=== design 1 ===
Design 1, met3 routing:
(8 px per um) Cells faint in the background.
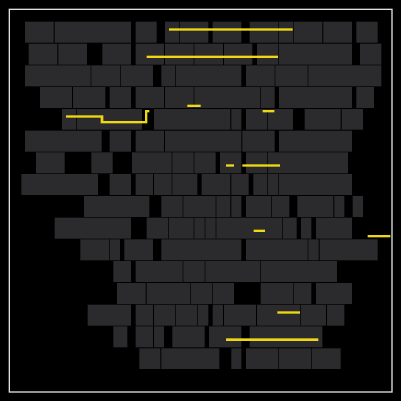

$ cat config.mk
export PLATFORM = sky130hd
export DESIGN_NAME = vga_screen_mux_module
export DESIGN_NICKNAME = d
export VERILOG_FILES = /design/src/rtl/vga_pkg.sv /design/src/rtl/vga_vsync_edge_module.sv /design/src/rtl/vga_screen_mux_module.sv
export SDC_FILE = /design/constraint.sdc
export NUM_CORES = 1
export LEC_CHECK = 0
export CORE_UTILIZATION = 39
export CTS_BUF_LIST = sky130_fd_sc_hd__clkbuf_2
export DETAILED_ROUTE_END_ITERATION = 8
export GPL_ROUTABILITY_DRIVEN = 1
export PLACE_DENSITY = 0.86
export SYNTH_ARGS = -nofsm -noshare
export SYNTH_HDL_FRONTEND = slang
export SYNTH_HIERARCHICAL = 1
export SYNTH_SLANG_ARGS = --single-unit
$ cat constraint.sdc
create_clock -name CLK -period 2.22 [get_ports CLK]
set_clock_uncertainty 0.05 [all_clocks]
set_input_delay 0.333 -clock CLK [delete_from_list [all_inputs] [get_ports CLK]]
set_output_delay 0.333 -clock CLK [all_outputs]
set_load 0.1 [all_outputs]
$ cat src/rtl/vga_pkg.sv
// Shared types and helpers for the VGA screen selector.
// Holds the sync polarity default, FSM states and request decode.
package vga_pkg;

    localparam bit SYNC_ACTIVE_DEF = 1'b0;

    typedef enum logic [1:0] {
        SHOW,
        PENDING,
        BLANK
    } state_t;

    // Exactly one bit set gives its index; anything else falls back to 0.
    function automatic int unsigned onehot_to_idx(
        input logic [31:0] v
    );
        int unsigned idx;
        idx = 0;
        if ($countones(v) == 1) begin
            for (int i = 0; i < 32; i++) begin
                if (v[i]) idx = i;
            end
        end
        return idx;
    endfunction

endpackage

$ cat src/rtl/vga_vsync_edge_module.sv
// Registered VSYNC sampler with an active-edge pulse.
// The pulse is high on the cycle the active level is first seen.
module vga_vsync_edge_module #(
    parameter bit SYNC_ACTIVE = 1'b0
) (
    input  logic clk,
    input  logic rst_n,
    input  logic vsync,
    output logic active_edge
);

    logic vsync_q;

    // Previous VSYNC level; starts inactive so reset is not an edge.
    always_ff @(posedge clk or negedge rst_n) begin
        if (!rst_n) vsync_q <= ~SYNC_ACTIVE;
        else        vsync_q <= vsync;
    end

    assign active_edge = (vsync == SYNC_ACTIVE)
                      && (vsync_q != SYNC_ACTIVE);

endmodule

$ cat src/rtl/vga_screen_mux_module.sv
// Frame-synchronous screen source selector for the VGA pins.
// Switches sources only at a VSYNC edge, optionally blanking RGB.
module vga_screen_mux_module
    import vga_pkg::*;
#(
    parameter int N_SRC        = 4,
    parameter int COLOR_W      = 1,
    parameter int BLANK_FRAMES = 1,
    parameter bit SYNC_ACTIVE  = SYNC_ACTIVE_DEF
) (
    input  logic                         CLK,
    input  logic                         RSTn,
    input  logic [N_SRC-1:0]             src_vsync,
    input  logic [N_SRC-1:0]             src_hsync,
    input  logic [N_SRC*3*COLOR_W-1:0]   src_rgb,
    input  logic [N_SRC-1:0]             sel_onehot,
    output logic                         VSYNC_Sig_out,
    output logic                         HSYNC_Sig_out,
    output logic [COLOR_W-1:0]           VGA_red_out,
    output logic [COLOR_W-1:0]           VGA_green_out,
    output logic [COLOR_W-1:0]           VGA_blue_out,
    output logic [$clog2(N_SRC)-1:0]     cur_sel,
    output logic                         switching
);

    localparam int SEL_W = $clog2(N_SRC);
    localparam int PIX_W = 3 * COLOR_W;
    localparam int CNT_W = (BLANK_FRAMES > 0)
                         ? $clog2(BLANK_FRAMES + 1) : 1;
    localparam logic [CNT_W:0] CNT_END = (CNT_W + 1)'(BLANK_FRAMES);

    state_t            state, state_nx;
    logic [SEL_W-1:0]  cur_q, cur_nx;
    logic [SEL_W-1:0]  tgt_q, tgt_nx;
    logic [SEL_W-1:0]  req;
    logic [CNT_W-1:0]  cnt_q, cnt_nx;
    logic [CNT_W:0]    cnt_inc;
    logic              frame_edge;
    logic              vs_sel;
    logic              hs_sel;
    logic [PIX_W-1:0]  rgb_sel;

    // Edge detector watches whichever source currently owns the sync.
    vga_vsync_edge_module #(
        .SYNC_ACTIVE (SYNC_ACTIVE)
    ) u_edge (
        .clk         (CLK),
        .rst_n       (RSTn),
        .vsync       (src_vsync[cur_q]),
        .active_edge (frame_edge)
    );

    // Malformed one-hot requests fall back to the default source.
    always_comb begin
        req = SEL_W'(onehot_to_idx(32'(sel_onehot)));
    end

    assign cnt_inc = {1'b0, cnt_q} + (CNT_W + 1)'(1);

    // Next-state: a request only takes effect at a frame edge.
    always_comb begin
        state_nx = state;
        cur_nx   = cur_q;
        tgt_nx   = tgt_q;
        cnt_nx   = cnt_q;
        unique case (state)
            SHOW: begin
                if (req != cur_q) begin
                    state_nx = PENDING;
                    tgt_nx   = req;
                end
            end
            PENDING: begin
                tgt_nx = req;
                if (req == cur_q) begin
                    state_nx = SHOW;
                end else if (frame_edge) begin
                    cur_nx   = tgt_nx;
                    cnt_nx   = '0;
                    state_nx = (BLANK_FRAMES == 0) ? SHOW : BLANK;
                end
            end
            BLANK: begin
                tgt_nx = req;
                if (frame_edge) begin
                    if (req != cur_q) begin
                        cur_nx = req;
                        cnt_nx = '0;
                    end else if (cnt_inc >= CNT_END) begin
                        cnt_nx   = CNT_END[CNT_W-1:0];
                        state_nx = SHOW;
                    end else begin
                        cnt_nx = cnt_inc[CNT_W-1:0];
                    end
                end
            end
            default: state_nx = SHOW;
        endcase
    end

    // Mux follows the next source so the switch lands on the edge cycle.
    always_comb begin
        vs_sel  = src_vsync[cur_nx];
        hs_sel  = src_hsync[cur_nx];
        rgb_sel = src_rgb[cur_nx*PIX_W +: PIX_W];
        if (state_nx == BLANK) rgb_sel = '0;
    end

    // State, frame counter and the single output register stage.
    always_ff @(posedge CLK or negedge RSTn) begin
        if (!RSTn) begin
            state         <= SHOW;
            cur_q         <= '0;
            tgt_q         <= '0;
            cnt_q         <= '0;
            VSYNC_Sig_out <= ~SYNC_ACTIVE;
            HSYNC_Sig_out <= ~SYNC_ACTIVE;
            VGA_red_out   <= '0;
            VGA_green_out <= '0;
            VGA_blue_out  <= '0;
        end else begin
            state         <= state_nx;
            cur_q         <= cur_nx;
            tgt_q         <= tgt_nx;
            cnt_q         <= cnt_nx;
            VSYNC_Sig_out <= vs_sel;
            HSYNC_Sig_out <= hs_sel;
            VGA_red_out   <= rgb_sel[PIX_W-1 -: COLOR_W];
            VGA_green_out <= rgb_sel[2*COLOR_W-1 -: COLOR_W];
            VGA_blue_out  <= rgb_sel[COLOR_W-1:0];
        end
    end

    assign cur_sel   = cur_q;
    assign switching = (state != SHOW);

endmodule

=== design 2 ===
### config.mk
export PLATFORM = sky130hd
export DESIGN_NAME = dm_bridge
export DESIGN_NICKNAME = d
export VERILOG_FILES = /design/src/rtl/dm_bridge_pkg.sv /design/src/rtl/dm_bridge_load_ext.sv /design/src/rtl/dm_bridge.sv
export SDC_FILE = /design/constraint.sdc
export NUM_CORES = 1
export LEC_CHECK = 0
export CAP_MARGIN = 0
export CORE_MARGIN = 4
export CORE_UTILIZATION = 49
export CTS_BUF_LIST = sky130_fd_sc_hd__clkbuf_2 sky130_fd_sc_hd__clkbuf_4 sky130_fd_sc_hd__clkbuf_8
export DETAILED_ROUTE_END_ITERATION = 10
export PLACE_DENSITY = 0.95
export SKIP_LAST_GASP = 1
export SLEW_MARGIN = 10
export SYNTH_ARGS = -nofsm -noshare
export SYNTH_HDL_FRONTEND = slang
export SYNTH_SLANG_ARGS = --single-unit
### constraint.sdc
create_clock -name clk -period 4.8 [get_ports clk]
set_input_delay 0.48 -clock clk [delete_from_list [all_inputs] [get_ports clk]]
set_output_delay 0.48 -clock clk [all_outputs]
set_load 0.02 [all_outputs]
### src/rtl/dm_bridge_pkg.sv
// Shared definitions for the data-memory bridge: memory-op encodings,
// FSM state encodings and small decode helpers.
package dm_bridge_pkg;

  typedef enum logic [2:0] {
    OP_LW  = 3'b000,
    OP_LH  = 3'b001,
    OP_LHU = 3'b010,
    OP_LB  = 3'b011,
    OP_LBU = 3'b100,
    OP_SW  = 3'b101,
    OP_SH  = 3'b110,
    OP_SB  = 3'b111
  } mem_op_e;

  typedef enum logic [1:0] {
    ST_IDLE = 2'd0,
    ST_REQ  = 2'd1,
    ST_WAIT = 2'd2,
    ST_DONE = 2'd3
  } state_e;

  localparam logic [3:0] BE_ALL = 4'b1111;

  function automatic logic is_store(input logic [2:0] op);
    return (op == OP_SW) || (op == OP_SH) || (op == OP_SB);
  endfunction

  function automatic logic is_load(input logic [2:0] op);
    return !is_store(op);
  endfunction

  // Halfword accesses must be 2-byte aligned, word accesses 4-byte aligned.
  function automatic logic is_misaligned(input logic [2:0] op, input logic [1:0] off);
    logic mis;
    mis = 1'b0;
    case (op)
      OP_LH, OP_LHU, OP_SH: mis = off[0];
      OP_LW, OP_SW:         mis = (off != 2'b00);
      default:              mis = 1'b0;
    endcase
    return mis;
  endfunction

endpackage

### src/rtl/dm_bridge_load_ext.sv
// Load result formatting: picks the addressed byte/halfword out of the
// memory word (little-endian) and sign- or zero-extends it to 32 bits.
module dm_bridge_load_ext
  import dm_bridge_pkg::*;
(
  input  logic [2:0]  mem_op,
  input  logic [1:0]  off,
  input  logic [31:0] dm_rdata,
  output logic [31:0] result
);

  logic [7:0]  byte_sel;
  logic [15:0] half_sel;

  assign byte_sel = dm_rdata[{off, 3'b000} +: 8];
  assign half_sel = off[1] ? dm_rdata[31:16] : dm_rdata[15:0];

  // Extend the selected lane according to the load type.
  always_comb begin
    result = '0;
    case (mem_op)
      OP_LB:   result = {{24{byte_sel[7]}}, byte_sel};
      OP_LBU:  result = {24'h000000, byte_sel};
      OP_LH:   result = {{16{half_sel[15]}}, half_sel};
      OP_LHU:  result = {16'h0000, half_sel};
      OP_LW:   result = dm_rdata;
      default: result = '0;
    endcase
  end

endmodule

### src/rtl/dm_bridge.sv
// MEM-stage bridge to a handshaked data memory. Latches one access, drives
// the request until granted, waits for read data on loads and returns a
// one-cycle completion pulse with the extended load result.
// Optional feature: define DM_ADDR_EXC_EN to trap misaligned halfword/word
// accesses without touching memory (addr_exc flagged with resp_valid).
module dm_bridge
  import dm_bridge_pkg::*;
#(
  parameter int ADDR_W = 32
) (
  input  logic              clk,
  input  logic              reset,
  input  logic              req_valid,
  output logic              req_ready,
  input  logic [2:0]        mem_op,
  input  logic [ADDR_W-1:0] addr,
  input  logic [31:0]       wdata,
  output logic              busy,
  output logic              resp_valid,
  output logic [31:0]       rdata,
  output logic              dm_req,
  output logic              dm_we,
  output logic [3:0]        dm_be,
  output logic [ADDR_W-1:0] dm_addr,
  output logic [31:0]       dm_wdata,
  input  logic              dm_gnt,
  input  logic              dm_rvalid,
  input  logic [31:0]       dm_rdata,
  output logic              addr_exc
);

  state_e            state_reg, state_next;
  logic [2:0]        op_reg;
  logic [ADDR_W-1:0] addr_reg;
  logic [31:0]       wdata_reg;
  logic [31:0]       rdata_reg;
  logic [31:0]       ext_result;
  logic [1:0]        off;
  logic              accept;
  logic              exc_now;
  logic [3:0]        be_steer;
  logic [31:0]       wdata_steer;

  assign off    = addr_reg[1:0];
  assign accept = (state_reg == ST_IDLE) && req_valid;

`ifdef DM_ADDR_EXC_EN
  logic exc_reg;
  assign exc_now = is_misaligned(mem_op, addr[1:0]);
`else
  assign exc_now = 1'b0;
`endif

  // State register.
  always_ff @(posedge clk or negedge reset) begin
    if (!reset) state_reg <= ST_IDLE;
    else        state_reg <= state_next;
  end

  // Next-state logic: a trapped access goes straight to DONE; stores finish
  // on grant, loads additionally wait for read data (rvalid ignored in REQ).
  always_comb begin
    state_next = state_reg;
    case (state_reg)
      ST_IDLE: if (req_valid) state_next = exc_now ? ST_DONE : ST_REQ;
      ST_REQ:  if (dm_gnt)    state_next = is_store(op_reg) ? ST_DONE : ST_WAIT;
      ST_WAIT: if (dm_rvalid) state_next = ST_DONE;
      ST_DONE: state_next = ST_IDLE;
      default: state_next = ST_IDLE;
    endcase
  end

  // Capture the access on acceptance so memory-side signals stay stable.
  always_ff @(posedge clk or negedge reset) begin
    if (!reset) begin
      op_reg    <= '0;
      addr_reg  <= '0;
      wdata_reg <= '0;
    end else if (accept) begin
      op_reg    <= mem_op;
      addr_reg  <= addr;
      wdata_reg <= wdata;
    end
  end

`ifdef DM_ADDR_EXC_EN
  // Remember whether the accepted access was trapped as misaligned.
  always_ff @(posedge clk or negedge reset) begin
    if (!reset)      exc_reg <= 1'b0;
    else if (accept) exc_reg <= exc_now;
  end
`endif

  // Load result register: cleared per access, loaded when read data arrives.
  always_ff @(posedge clk or negedge reset) begin
    if (!reset)                                  rdata_reg <= '0;
    else if (accept)                             rdata_reg <= '0;
    else if (state_reg == ST_WAIT && dm_rvalid)  rdata_reg <= ext_result;
  end

  dm_bridge_load_ext u_load_ext (
    .mem_op   (op_reg),
    .off      (off),
    .dm_rdata (dm_rdata),
    .result   (ext_result)
  );

  // Per-lane store steering: byte enable and replicated data for each lane.
  for (genvar gi = 0; gi < 4; gi++) begin : g_lane
    localparam logic [1:0] LANE = 2'(gi);
    logic       lane_be;
    logic [7:0] lane_data;

    // Lane enable/data selection by store width.
    always_comb begin
      lane_be   = 1'b1;
      lane_data = 8'h00;
      case (op_reg)
        OP_SB: begin
          lane_be   = (off == LANE);
          lane_data = wdata_reg[7:0];
        end
        OP_SH: begin
          lane_be   = (off[1] == LANE[1]);
          lane_data = wdata_reg[8*(gi%2) +: 8];
        end
        OP_SW: begin
          lane_be   = 1'b1;
          lane_data = wdata_reg[8*gi +: 8];
        end
        default: begin
          lane_be   = 1'b1;
          lane_data = 8'h00;
        end
      endcase
    end

    assign be_steer[gi]           = lane_be;
    assign wdata_steer[8*gi +: 8] = lane_data;
  end

  // Outputs decoded from registered state only; memory signals quiet outside REQ.
  assign req_ready  = (state_reg == ST_IDLE);
  assign busy       = (state_reg == ST_REQ) || (state_reg == ST_WAIT);
  assign dm_req     = (state_reg == ST_REQ);
  assign dm_we      = dm_req && is_store(op_reg);
  assign dm_be      = dm_req ? (is_store(op_reg) ? be_steer : BE_ALL) : 4'b0000;
  assign dm_addr    = dm_req ? {addr_reg[ADDR_W-1:2], 2'b00} : '0;
  assign dm_wdata   = dm_req ? wdata_steer : 32'h0;
  assign resp_valid = (state_reg == ST_DONE);
  assign rdata      = resp_valid ? rdata_reg : 32'h0;

`ifdef DM_ADDR_EXC_EN
  assign addr_exc = resp_valid && exc_reg;
`else
  assign addr_exc = 1'b0;
`endif

endmodule

=== design 3 ===
==> src/rtl/fifo_sched_pkg.sv <==
`default_nettype none
// ============================================================================
// Module      : fifo_sched_pkg
// Description : Shared state encoding and default sizing for the FIFO burst
//               scheduler.
// Revision    : 1.0 - initial release
// ============================================================================
package fifo_sched_pkg;

    typedef enum logic [1:0] {
        IDLE  = 2'd0,
        FILL  = 2'd1,
        GAP   = 2'd2,
        DRAIN = 2'd3
    } sched_st_t;

    localparam int c_DEF_DW      = 16;
    localparam int c_DEF_AW      = 8;
    localparam int c_DEF_BURST   = 64;
    localparam int c_DEF_GAP_CYC = 4;

endpackage
`default_nettype wire

==> src/rtl/fifo_burst_sched.sv <==
`default_nettype none
// ============================================================================
// Module      : fifo_burst_sched
// Description : Fills an external FIFO with one bounded burst, waits a settle
//               gap, then drains exactly that burst to the sink.
// Revision    : 1.0 - initial release
// ============================================================================
module fifo_burst_sched
    import fifo_sched_pkg::*;
#(
    parameter int DW      = c_DEF_DW,
    parameter int AW      = c_DEF_AW,
    parameter int BURST   = c_DEF_BURST,
    parameter int GAP_CYC = c_DEF_GAP_CYC
) (
    input  logic                           clk,
    input  logic                           rst_n,
    input  logic                           enable,
    input  logic [DW-1:0]                  src_data,
    input  logic                           src_valid,
    output logic                           src_ready,
    output logic                           fifo_wr_en,
    output logic [DW-1:0]                  fifo_wr_data,
    input  logic                           fifo_full,
    input  logic                           fifo_empty,
    input  logic [AW-1:0]                  fifo_usedw,
    output logic                           fifo_rd_en,
    input  logic [DW-1:0]                  fifo_rd_data,
    output logic [DW-1:0]                  snk_data,
    output logic                           snk_valid,
    output logic                           burst_done,
    output logic [$clog2(BURST+1)-1:0]     burst_len,
    output logic                           underrun_err,
    output logic [1:0]                     state_o,
    output logic [AW-1:0]                  dbg_usedw
);

    localparam int c_CW = $clog2(BURST + 1);
    localparam int c_GW = $clog2(GAP_CYC + 1);
    localparam logic [c_CW-1:0] c_BURST_LAST = c_CW'(BURST - 1);
    localparam logic [c_GW-1:0] c_GAP_LAST   = c_GW'(GAP_CYC - 1);

    sched_st_t       r_state;
    sched_st_t       w_state_nxt;
    logic [c_CW-1:0] r_wr_cnt;
    logic [c_CW-1:0] r_rd_cnt;
    logic [c_GW-1:0] r_gap_cnt;
    logic            w_gap_end;
    logic            w_drain_end;
    logic            w_underrun;

    assign fifo_wr_en   = src_valid & src_ready;
    assign fifo_wr_data = src_data;
    assign state_o      = r_state;

    // src_ready is combinational so it drops in the very cycle FILL is left,
    // which is what keeps a burst from ever exceeding BURST words.
    always_comb begin
        w_state_nxt = r_state;
        src_ready   = 1'b0;
        fifo_rd_en  = 1'b0;
        w_gap_end   = 1'b0;
        w_drain_end = 1'b0;
        w_underrun  = 1'b0;
        case (r_state)
            IDLE: begin
                if (enable) begin
                    w_state_nxt = FILL;
                end
            end
            FILL: begin
                src_ready = enable & ~fifo_full;
                if (!enable || (fifo_full && r_wr_cnt != '0) ||
                    (src_valid && !fifo_full && r_wr_cnt == c_BURST_LAST)) begin
                    w_state_nxt = GAP;
                end
            end
            GAP: begin
                if (r_gap_cnt == c_GAP_LAST) begin
                    w_gap_end   = 1'b1;
                    w_state_nxt = (r_wr_cnt != '0) ? DRAIN : IDLE;
                end
            end
            DRAIN: begin
                fifo_rd_en = ~fifo_empty & (r_rd_cnt < r_wr_cnt);
                w_underrun = fifo_empty & (r_rd_cnt < r_wr_cnt);
                if ((fifo_rd_en && (r_rd_cnt + 1'b1 == r_wr_cnt)) || w_underrun) begin
                    w_drain_end = 1'b1;
                    w_state_nxt = enable ? FILL : IDLE;
                end
            end
            default: w_state_nxt = IDLE;
        endcase
    end

    always_ff @(posedge clk or negedge rst_n) begin
        if (!rst_n) begin
            r_state      <= IDLE;
            r_wr_cnt     <= '0;
            r_rd_cnt     <= '0;
            r_gap_cnt    <= '0;
            burst_len    <= '0;
            snk_data     <= '0;
            snk_valid    <= 1'b0;
            burst_done   <= 1'b0;
            underrun_err <= 1'b0;
            dbg_usedw    <= '0;
        end else begin
            r_state    <= w_state_nxt;
            snk_valid  <= fifo_rd_en;
            burst_done <= w_drain_end;
            dbg_usedw  <= fifo_usedw;

            if (r_state == FILL && fifo_wr_en) begin
                r_wr_cnt <= r_wr_cnt + 1'b1;
            end else if (w_state_nxt == FILL && r_state != FILL) begin
                r_wr_cnt <= '0;
            end

            if (r_state == GAP && !w_gap_end) begin
                r_gap_cnt <= r_gap_cnt + 1'b1;
            end else begin
                r_gap_cnt <= '0;
            end

            if (w_gap_end) begin
                r_rd_cnt  <= '0;
                burst_len <= r_wr_cnt;
            end else if (fifo_rd_en) begin
                r_rd_cnt <= r_rd_cnt + 1'b1;
            end

            // FIFO runs in show-ahead mode: the head word is on fifo_rd_data
            // while fifo_rd_en pops it, so the sink trails the read by one cycle.
            if (fifo_rd_en) begin
                snk_data <= fifo_rd_data;
            end

            if (w_underrun) begin
                underrun_err <= 1'b1;
            end
        end
    end

endmodule
`default_nettype wire

==> config.mk <==
export PLATFORM = sky130hd
export DESIGN_NAME = fifo_burst_sched
export DESIGN_NICKNAME = d
export VERILOG_FILES = /design/src/rtl/fifo_sched_pkg.sv /design/src/rtl/fifo_burst_sched.sv
export SDC_FILE = /design/constraint.sdc
export NUM_CORES = 1
export LEC_CHECK = 0
export CORE_MARGIN = 2
export CORE_UTILIZATION = 30
export DETAILED_ROUTE_END_ITERATION = 10
export PLACE_DENSITY = 0.6
export SLEW_MARGIN = 10
export SYNTH_ARGS = -nofsm -noshare
export SYNTH_HDL_FRONTEND = slang
export SYNTH_SLANG_ARGS = --single-unit
==> constraint.sdc <==
create_clock -name clk -period 4.9 [get_ports clk]
set_input_delay 0.49 -clock clk [delete_from_list [all_inputs] [get_ports clk]]
set_output_delay 0.49 -clock clk [all_outputs]
set_load 0.02 [all_outputs]
=== design 4 ===
[src/rtl/qbert_pkg.sv]
// Shared Qbert definitions: controller state encoding, default pyramid
// geometry and the cube palette used by both the map renderer and the
// cube controller.
package qbert_pkg;

  typedef enum logic [1:0] {
    PLAY  = 2'd0,
    FLASH = 2'd1,
    CLEAR = 2'd2
  } qbert_state_t;

  localparam int QB_N_CUBES = 5;
  localparam int QB_IDX_W   = 4;

  // 12-bit RGB palette for one cube
  localparam logic [11:0] COL_TOP_VISITED   = 12'hFF0;
  localparam logic [11:0] COL_TOP_UNVISITED = 12'h00F;
  localparam logic [11:0] COL_LEFT          = 12'h0A4;
  localparam logic [11:0] COL_RIGHT         = 12'h052;

  // Map the controller's top_cube select onto the top-face colour
  function automatic logic [11:0] top_colour(input logic sel);
    return sel ? COL_TOP_VISITED : COL_TOP_UNVISITED;
  endfunction

endpackage

[src/rtl/qbert_flash_timer.sv]
// Completion-flash timer: counts frame ticks while enabled, toggles the
// flash phase every FLASH_PERIOD counted frames and reports done once
// FLASH_FRAMES frames have been counted. The count saturates at done.
module qbert_flash_timer #(
  parameter int FLASH_FRAMES = 16,
  parameter int FLASH_PERIOD = 4
) (
  input  logic clk,
  input  logic rst_n,
  input  logic clr,
  input  logic en,
  input  logic frame_tick,
  output logic phase,
  output logic done
);

  localparam int CNT_W = $clog2(FLASH_FRAMES + 1);
  localparam int SUB_W = $clog2(FLASH_PERIOD + 1);
  localparam logic [CNT_W-1:0] CNT_END = CNT_W'(FLASH_FRAMES);
  localparam logic [SUB_W-1:0] SUB_END = SUB_W'(FLASH_PERIOD - 1);

  logic [CNT_W-1:0] r_cnt;
  logic [SUB_W-1:0] r_sub;
  logic             r_phase;
  logic             w_step;

  assign w_step = en && frame_tick && (r_cnt != CNT_END);

  // Frame counter, half-period sub-counter and phase toggle
  always_ff @(posedge clk or negedge rst_n) begin
    if (!rst_n) begin
      r_cnt   <= '0;
      r_sub   <= '0;
      r_phase <= 1'b0;
    end else if (clr) begin
      r_cnt   <= '0;
      r_sub   <= '0;
      r_phase <= 1'b0;
    end else if (w_step) begin
      r_cnt <= r_cnt + 1'b1;
      if (r_sub == SUB_END) begin
        r_sub   <= '0;
        r_phase <= ~r_phase;
      end else begin
        r_sub <= r_sub + 1'b1;
      end
    end
  end

  assign phase = r_phase;
  assign done  = (r_cnt == CNT_END);

endmodule

[src/rtl/qbert_cube_ctrl.sv]
// Qbert pyramid controller: tracks which cubes have been landed on,
// answers the renderer's per-cube top colour query with one clock of
// latency and sequences PLAY -> FLASH -> CLEAR -> PLAY per level.
module qbert_cube_ctrl
  import qbert_pkg::*;
#(
  parameter int N_CUBES      = QB_N_CUBES,
  parameter int IDX_W        = QB_IDX_W,
  parameter int FLASH_FRAMES = 16,
  parameter int FLASH_PERIOD = 4
) (
  input  logic               clk,
  input  logic               reset,
  input  logic               frame_start,
  input  logic               restart,
  input  logic               land_valid,
  input  logic [IDX_W-1:0]   land_idx,
  output logic               land_ready,
  input  logic [IDX_W-1:0]   rd_idx,
  output logic               top_cube,
  output logic [N_CUBES-1:0] visited,
  output logic [3:0]         level,
  output logic               level_done,
  output logic               flashing
);

  qbert_state_t       r_state;
  logic [N_CUBES-1:0] r_visited;
  logic [3:0]         r_level;
  logic               r_level_done;
  logic               r_top_cube;

  logic [N_CUBES-1:0] w_land_hot;
  logic [N_CUBES-1:0] w_rd_hot;
  logic [N_CUBES-1:0] w_visited_upd;
  logic               w_accept;
  logic               w_complete;
  logic               w_timer_clr;
  logic               w_flash_en;
  logic               w_flash_phase;
  logic               w_flash_done;

  // Decode landing and read indices to one-hot; out-of-range decodes to zero
  always_comb begin
    w_land_hot = '0;
    w_rd_hot   = '0;
    for (int i = 0; i < N_CUBES; i++) begin
      w_land_hot[i] = (land_idx == IDX_W'(i));
      w_rd_hot[i]   = (rd_idx == IDX_W'(i));
    end
  end

  // restart wins over a same-cycle landing, so the event is simply dropped
  assign w_accept      = land_valid && land_ready && !restart;
  assign w_visited_upd = r_visited | (w_accept ? w_land_hot : '0);
  assign w_complete    = w_accept && (|w_land_hot) && (&w_visited_upd);

  // Counter is zeroed on the completion cycle, so a frame_start in that
  // same cycle is never counted; counting starts once FLASH is entered.
  assign w_timer_clr = restart || w_complete;
  assign w_flash_en  = (r_state == FLASH);

  qbert_flash_timer #(
    .FLASH_FRAMES (FLASH_FRAMES),
    .FLASH_PERIOD (FLASH_PERIOD)
  ) u_flash_timer (
    .clk        (clk),
    .rst_n      (reset),
    .clr        (w_timer_clr),
    .en         (w_flash_en),
    .frame_tick (frame_start),
    .phase      (w_flash_phase),
    .done       (w_flash_done)
  );

  // Level sequencer, visited bitmap and completion pulse
  always_ff @(posedge clk or negedge reset) begin
    if (!reset) begin
      r_state      <= PLAY;
      r_visited    <= '0;
      r_level      <= 4'd0;
      r_level_done <= 1'b0;
    end else if (restart) begin
      r_state      <= PLAY;
      r_visited    <= '0;
      r_level      <= 4'd0;
      r_level_done <= 1'b0;
    end else begin
      r_level_done <= 1'b0;
      case (r_state)
        PLAY: begin
          r_visited <= w_visited_upd;
          if (w_complete) begin
            r_level_done <= 1'b1;
            r_state      <= FLASH;
          end
        end
        FLASH: begin
          if (w_flash_done) begin
            r_state <= CLEAR;
          end
        end
        CLEAR: begin
          r_visited <= '0;
          r_level   <= r_level + 4'd1;
          r_state   <= PLAY;
        end
        default: begin
          r_state <= PLAY;
        end
      endcase
    end
  end

  // Registered top-face select for the cube the renderer is asking about
  always_ff @(posedge clk or negedge reset) begin
    if (!reset) begin
      r_top_cube <= 1'b0;
    end else if (~|w_rd_hot) begin
      r_top_cube <= 1'b0;
    end else if (r_state == FLASH) begin
      r_top_cube <= w_flash_phase;
    end else begin
      r_top_cube <= |(r_visited & w_rd_hot);
    end
  end

  assign land_ready = (r_state == PLAY);
  assign flashing   = (r_state == FLASH);
  assign top_cube   = r_top_cube;
  assign visited    = r_visited;
  assign level      = r_level;
  assign level_done = r_level_done;

endmodule

[config.mk]
export PLATFORM = sky130hd
export DESIGN_NAME = qbert_cube_ctrl
export DESIGN_NICKNAME = d
export VERILOG_FILES = /design/src/rtl/qbert_pkg.sv /design/src/rtl/qbert_flash_timer.sv /design/src/rtl/qbert_cube_ctrl.sv
export SDC_FILE = /design/constraint.sdc
export NUM_CORES = 1
export LEC_CHECK = 0
export CORE_ASPECT_RATIO = 1.4
export CORE_MARGIN = 2
export CORE_UTILIZATION = 40
export DETAILED_ROUTE_END_ITERATION = 10
export PLACE_DENSITY = 0.76
export SLEW_MARGIN = 15
export SYNTH_ARGS = -nofsm -noshare
export SYNTH_HDL_FRONTEND = slang
export SYNTH_SLANG_ARGS = --single-unit
[constraint.sdc]
create_clock -name clk -period 5.4 [get_ports clk]
set_clock_uncertainty 0.2 [all_clocks]
set_input_delay 0.81 -clock clk [delete_from_list [all_inputs] [get_ports clk]]
set_output_delay 0.81 -clock clk [all_outputs]
set_load 0.1 [all_outputs]

==> notes/layouts.md <==
Pictures saved along the way, in no particular order.

Placement by cell class.
image #1
(4 px per um)
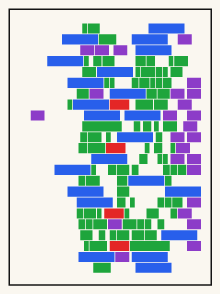
image #2
(6 px per um)
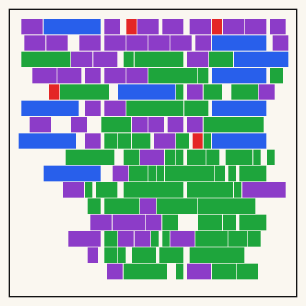
image #3
(2 px per um)
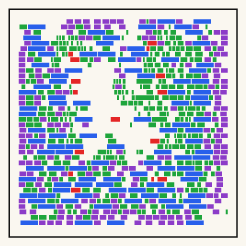
image #4
(3 px per um)
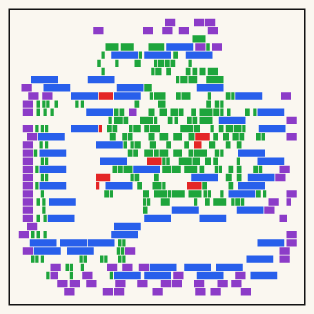
image #4 -> design 3
image #2 -> design 1
image #1 -> design 4
image #3 -> design 2
The one with the fewest sequential cells is image #2.
The one with the lowest utilization is image #4.

Design 1, the clock network:
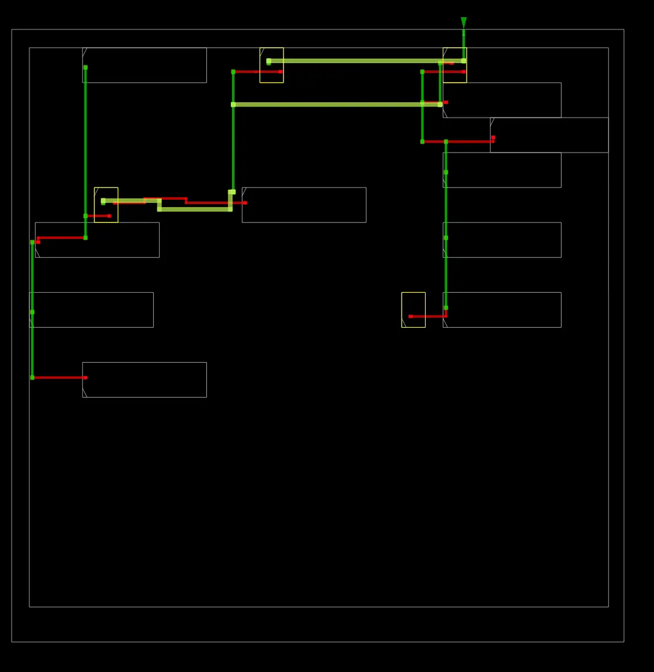
TritonCTS buffer count: 3
total clock network power: 0.111 mW
clock buffer count in the final layout: 4

Design 1, wires at chosen ports, followed through buffers:
(10 px per um)
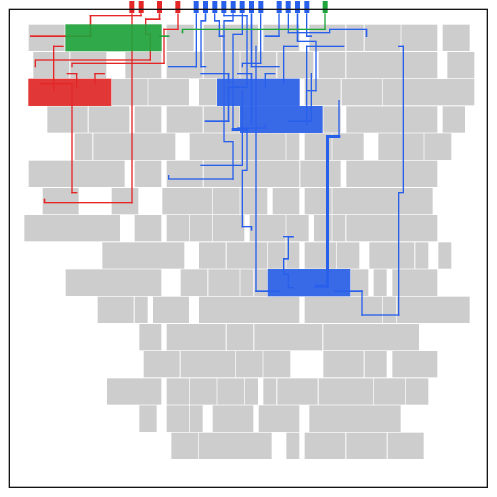
port	colour	bits	direction	end cells	wire
HSYNC_Sig_out	green	1	output	1	17.1 um
src_rgb	blue	12	input	3	271 um
src_hsync	red	4	input	1	99.8 um
I/O Buffers: 33
I/O pin total: 34

## Picture notes: 'met3 routing' of design 1
wire length on this layer	68.5 um
longest straight run	16.1 um
met3 Usage GRT: 7.55%
total via count after detailed routing: 832

==> writeup.txt, design 1 <==
The run finished, with violations left. The checks that failed: negative setup slack. The logs give -3.93 ns for the accumulated negative setup slack and 0 for the hold buffer count at cts. Clock input transition at the sequential cells of the worst setup and hold paths: 0.10 ns. STA shows the worst reg2reg path with a cell count of 9. The logs give 0 for the initial antenna violation count and -0.701 ns for the worst setup slack after layout. The dominant logic cell type in the layout was clkdlybuf4s50_1.

The register bit count reported by yosys was 10; the layout overhead on the synthesized area was 85.4%. The power report attributes to the clock group a share of 6.6%. For the yosys synthesis chip area, the log shows 813 um2.

The number of multi-input combinational cells in the layout is 55. After Yosys synthesis, XOR and XNOR cells account for 1.08% of the synthesized area. Counting along the longest clock path gives a buffer depth of 2. The relative contribution of combinational cells to total power came out at 76.9%. The synthesized netlist net count was 107; the reg-to-reg setup timing slack was -0.21 ns. Ranked by total cell area, the synthesized netlist is headed by dfrtp_1, mux4_2, dfstp_2, ha_1, inv_1. The run gives 2.75 mm as the total wire length.

The largest combinational cell category by area is simple AND/OR/NAND/NOR gates. The final critical-path share of the clock period is 132%, and the vertical die size is 47.7 um. The synthesized design devotes to its leading area cell type 21.5% of total area. 0 antenna diodes ended up in the layout. The power report attributes to the sequential group a share of 16.5%. In this run the worst setup path terminates at VGA_green_out$_DFF_PN0_.

Class of the most critical setup path: in -> reg. In the final report, the number of endpoints failing setup comes to 8. For the via count of the first global-routing pass, the log shows 835.
[design 1: repair_timing]
action / CTS / global route
setup buffers: 4 / 3
pin swaps: 9 / 15
cloned: 0 / 0
gates resized: 25 / 18
endpoints found under the setup margin: 9 / 9
[design 1: layer usage]
layer / vias to the layer above / track usage, % / wire length (um)
met3: 6 / 7.55 / 68
met2: 15 / 47.1 / 1510
met4: 0 / 7.22 / 55
met5: - / 0 / 0
li1: 387 / - / -
met1: 424 / 30.4 / 1110
[design 1: cells by family after synthesis]
group / after synthesis
xor+xnor: 1
compound gates: 15
flops: 10
simple gates: 25
mux: 7
buf+inv: 9
fa+ha+maj: 7
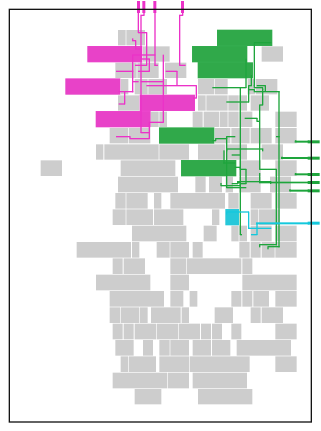
Design 4: wires at chosen ports, followed through buffers
(6 px per um)
port	colour	bits	direction	end cells	wire
visited	green	5	output	5	194 um
land_valid	cyan	1	input	1	21.7 um
level	magenta	4	output	4	122 um
I/O pin total: 26
I/O Buffers: 25

Design 4, met3 routing:
(6 px per um) Cells faint in the background.
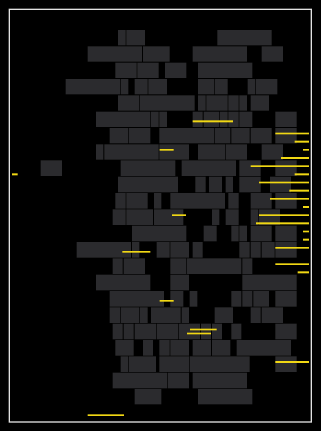
nets with wire on the layer	24
main direction	horizontal
wire length on this layer	109 um
longest straight run	9.40 um
met3 Usage GRT: 2.37%
WL final: 2.43 mm

==> writeup.txt, design 4 <==
The largest individual stage delay along the critical path comes from the cell clkdlybuf4s50_1. met2 track demand over resource after global routing is 31.1%. In the global route stage, met1 resource usage came out at 17.3%.

The run gives 0.103 mV as the peak supply drop. The run gives 0 for the number of failing hold endpoints at the final stage. The inverter count was 7. The min-delay analysis places its worst path in the category reg -> reg. At the pin with the least slew margin, the transition time is 0.987 ns. The gate count after technology mapping is 114.

The flow ran to the end, and the final reports show no timing, DRC or antenna violations. The total global-route track usage was 16.3%. The synthesized design devotes to its leading area cell type 46.3% of total area. The synthesized design contains 0 enable-type register cells. Traced cell by cell, the critical path runs through nand2b_2 -> inv_2 -> clkdlybuf4s50_1. Per the detail_route report, the via count comes to 938.

Looking at the global route congestion table, the highest-usage layer is met2.
design 4: cell families after synthesis:
kind of cell / synth area share, %
AND/OR/NAND/NOR: 21.8
adder cells (fa/ha/maj): 4.21
XOR/XNOR: 5.89
multiplexers: 5.89
buffers and inverters: 4.94
flip-flops: 46.3
AND-OR/OR-AND: 11.0
design 4: per-stage QoR:
stage	worst slack, ns	hold slack, ns	power [mW]
2_1_floorplan	2.51	0.314	0.182
3_3_place_gp	2.43	0.334	0.198
3_5_place_dp	2.37	0.344	0.199
4_1_cts	2.25	0.360	0.316
5_1_grt	2.21	0.379	0.324
6_report	2.26	0.354	0.312
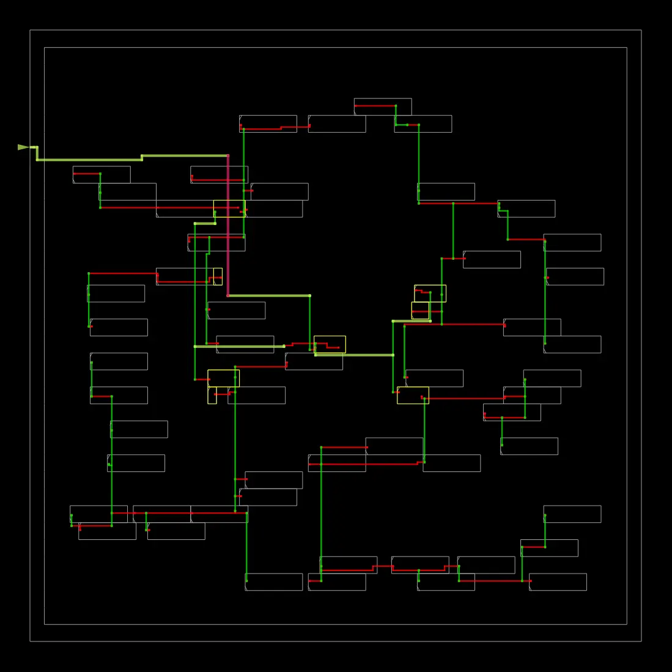
Design 3: the clock network
clock buffer count in the final layout: 7
TritonCTS sink count: 53
count of flip-flops and latches: 53
worst skew pair latency: 0.30 ns

==> writeup.txt, design 3 <==
Per the slew report, the remaining headroom to the max-slew limit stands at 55.8%. Prior to clock tree synthesis, the placed netlist has a worst setup slack of 1.75 ns. The post-synth count of flops with an enable pin is 0. The yosys synthesis chip area came out at 0.00265 mm2. For reference, the top cells by area after synthesis are dfrtp_1, nand2_1, ha_1, o21ai_0, buf_4.

The number of cells reported by Yosys stat comes to 287. With the met2 track demand over resource at 19.5%, the xor/xnor share of the synthesized area is 3.59%. The switching fraction of total power came out at 40.2%. The leading area contributor after synthesis is dfrtp_1. For the global-route track usage on met1, the log shows 16.3%. The maximum clock frequency was 285 MHz; the final cell count without fillers was 450. The flow ran to the end, and the final reports show no timing, DRC or antenna violations. The combinational fraction of the cell area came out at 32.7%.

The run gives 0 ns as the accumulated negative setup slack. The flow measured a signed area growth from synthesis to layout of 28.7%. Cells with a size suffix above 1 make up 4.39% of the layout. Sequential cells burn 38.0% of the power. 196 cells are multi-input combinational gates.

Leaving out buffers and inverters, the combinational logic in the layout accounts for 0.00112 mm2. The tally of yosys warning messages was 0. The final design utilization was 39.5%. The internal power summed over all cells is 1.05 mW, and the inserted tap cell count is 108.

The layout report lists the non-clock buffer share of cell area as 20.5%. The most repeated cell in the gate-level netlist after synthesis is nand2_1.
==> design 3: state kept, by name, indices dropped and copies added (netlist names) <==
name,cells
state_o,2
r_wr_cnt,7
r_rd_cnt,7
snk_valid,1
r_gap_cnt,3
snk_data,16
burst_done,1
dbg_usedw,8
burst_len,7
underrun_err,1
==> design 3: power by group through the flow <==
stage	clock (mW)	combinational, mW	sequential (mW)
after detailed placement	0	0.861	0.677
after CTS	0.254	0.865	0.672
after global routing	0.272	0.947	0.694
after global placement	0	0.849	0.675
after floorplan	0	0.443	0.765
final	0.243	0.848	0.669
Design 2, clock wires, drivers and flops:
(4 px per um)
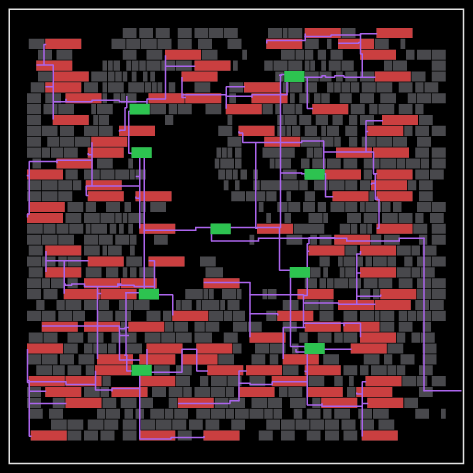
[flip-flops] red | count: 101
[clock-net drivers] green | count: 9
[clock wires] purple | length: 1220 um
flops lie	all over the die
total clock network power: 0.492 mW
final setup skew: 0.0133 ns
Clock power frac: 11.5%
worst skew pair latency: 0.36 ns

==> writeup.txt, design 2 <==
The run finished with clean final reports. The worst setup slack after layout came out at 0.548 ns. Number of I/O port buffers: 206. Entering global routing, the biggest net connects 82 pins. The run gives 0.00542 mm2 as the area of the mapped netlist.

In this design, the stage delay of the slowest critical-path cell is 0.74 ns. Before antenna repair, the detailed router went through 4 iterations. The placed instances occupy a cell area of 0.00752 mm2.

The area fraction of the largest cell type after synthesis is 46.6%. The final report lists the setup-violating endpoint count as 0. The run gives 42.5% for the met2 track demand over resource. Class of the most critical setup path: reg -> out. In this run the core area contains 38 standard-cell rows. Using the TritonRoute via totals, the vias-per-cell ratio works out to 5.67. The post-synth tally of flip-flops with integrated enable was 0; the via count of the first global-routing pass was 4860. For reference, the top cells by count after synthesis are dfrtp_1, mux2_2, and2_1. The routed design shows a wire length per standard cell of 19.3 um. Buffer and inverter count on the worst path: 2. Top cell family by delay on the critical path: simple AND/OR/NAND/NOR gates. met1 track demand over resource after global routing is 30.9%.

With the area enclosed by the die boundary at 0.0128 mm2, the vertical die size is 113 um. Per the timing report, the biggest fanout along the worst path comes to 33. Listed in order, past its start point the critical path passes inv_1 -> ha_1 -> nand2_1 -> nor2_1 -> and2_1 -> clkdlybuf4s50_1. The largest combinational cell category by area is multiplexers. Counting I/O delays and the setup requirement, the final critical path takes 4.25 ns. Per the synthesis report, the AND-OR/OR-AND share of the synthesized area is 13.8%. The number of setup buffers added after CTS is 0.

The cell-mix breakdown from Yosys lists the XOR/XNOR area share as 0%. Estimated wirelength of the detail-placed design: 11.7 mm. The clock root buffer is clkbuf_8. The run gives 493 for the gate count after technology mapping.
-- design 2: area by class of cell --
type | instances | area [um2]
Fill cell | 770 | 3150
Multi-Input combinational cell | 351 | 2700
Sequential cell | 101 | 2530
Timing Repair Buffer | 210 | 2090
Tap cell | 140 | 175
Clock buffer | 11 | 145
Inverter | 7 | 26.3
Clock inverter | 4 | 25.0
-- design 2: power by group --
part	internal, mW	switching (mW)
Clock	0.204	0.288
Sequential	1.25	0.335
Combinational	1.13	1.08
Total	2.58	1.70


==> gallery <==
Clock wires, drivers and flops.
panel A
(10 px per um)
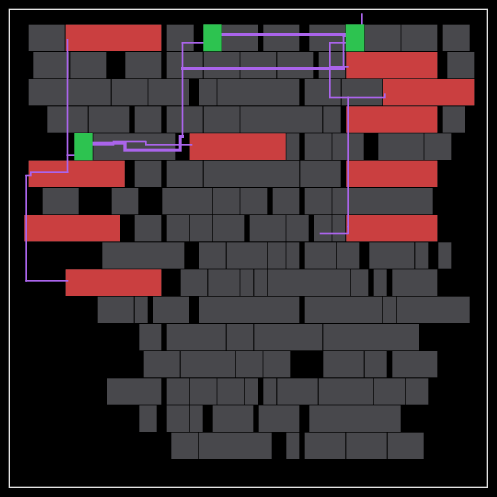
panel B
(6 px per um)
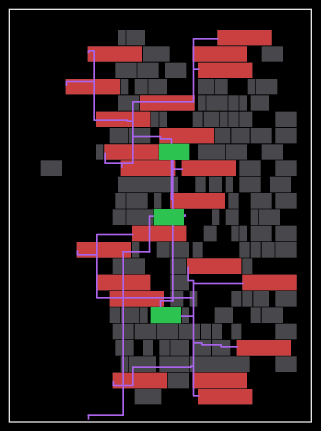
panel C
(4 px per um)
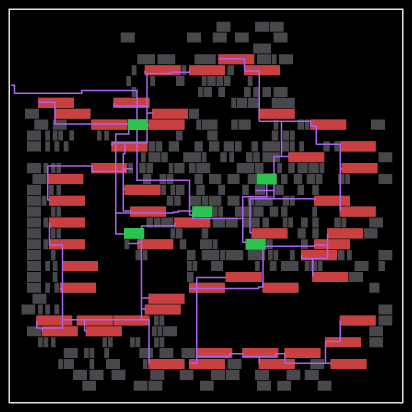
The one with the fewest sequential cells is panel A.
The one with the most sequential cells is panel C.
panel B: design 4
panel C: design 3
panel A: design 1

Key to panel C:
[clock wires] purple | length: 694 um
[clock-net drivers] green | count: 5
[flip-flops] red | count: 53
flops lie	all over the die

Power is estimated from default activity; no workload was simulated.
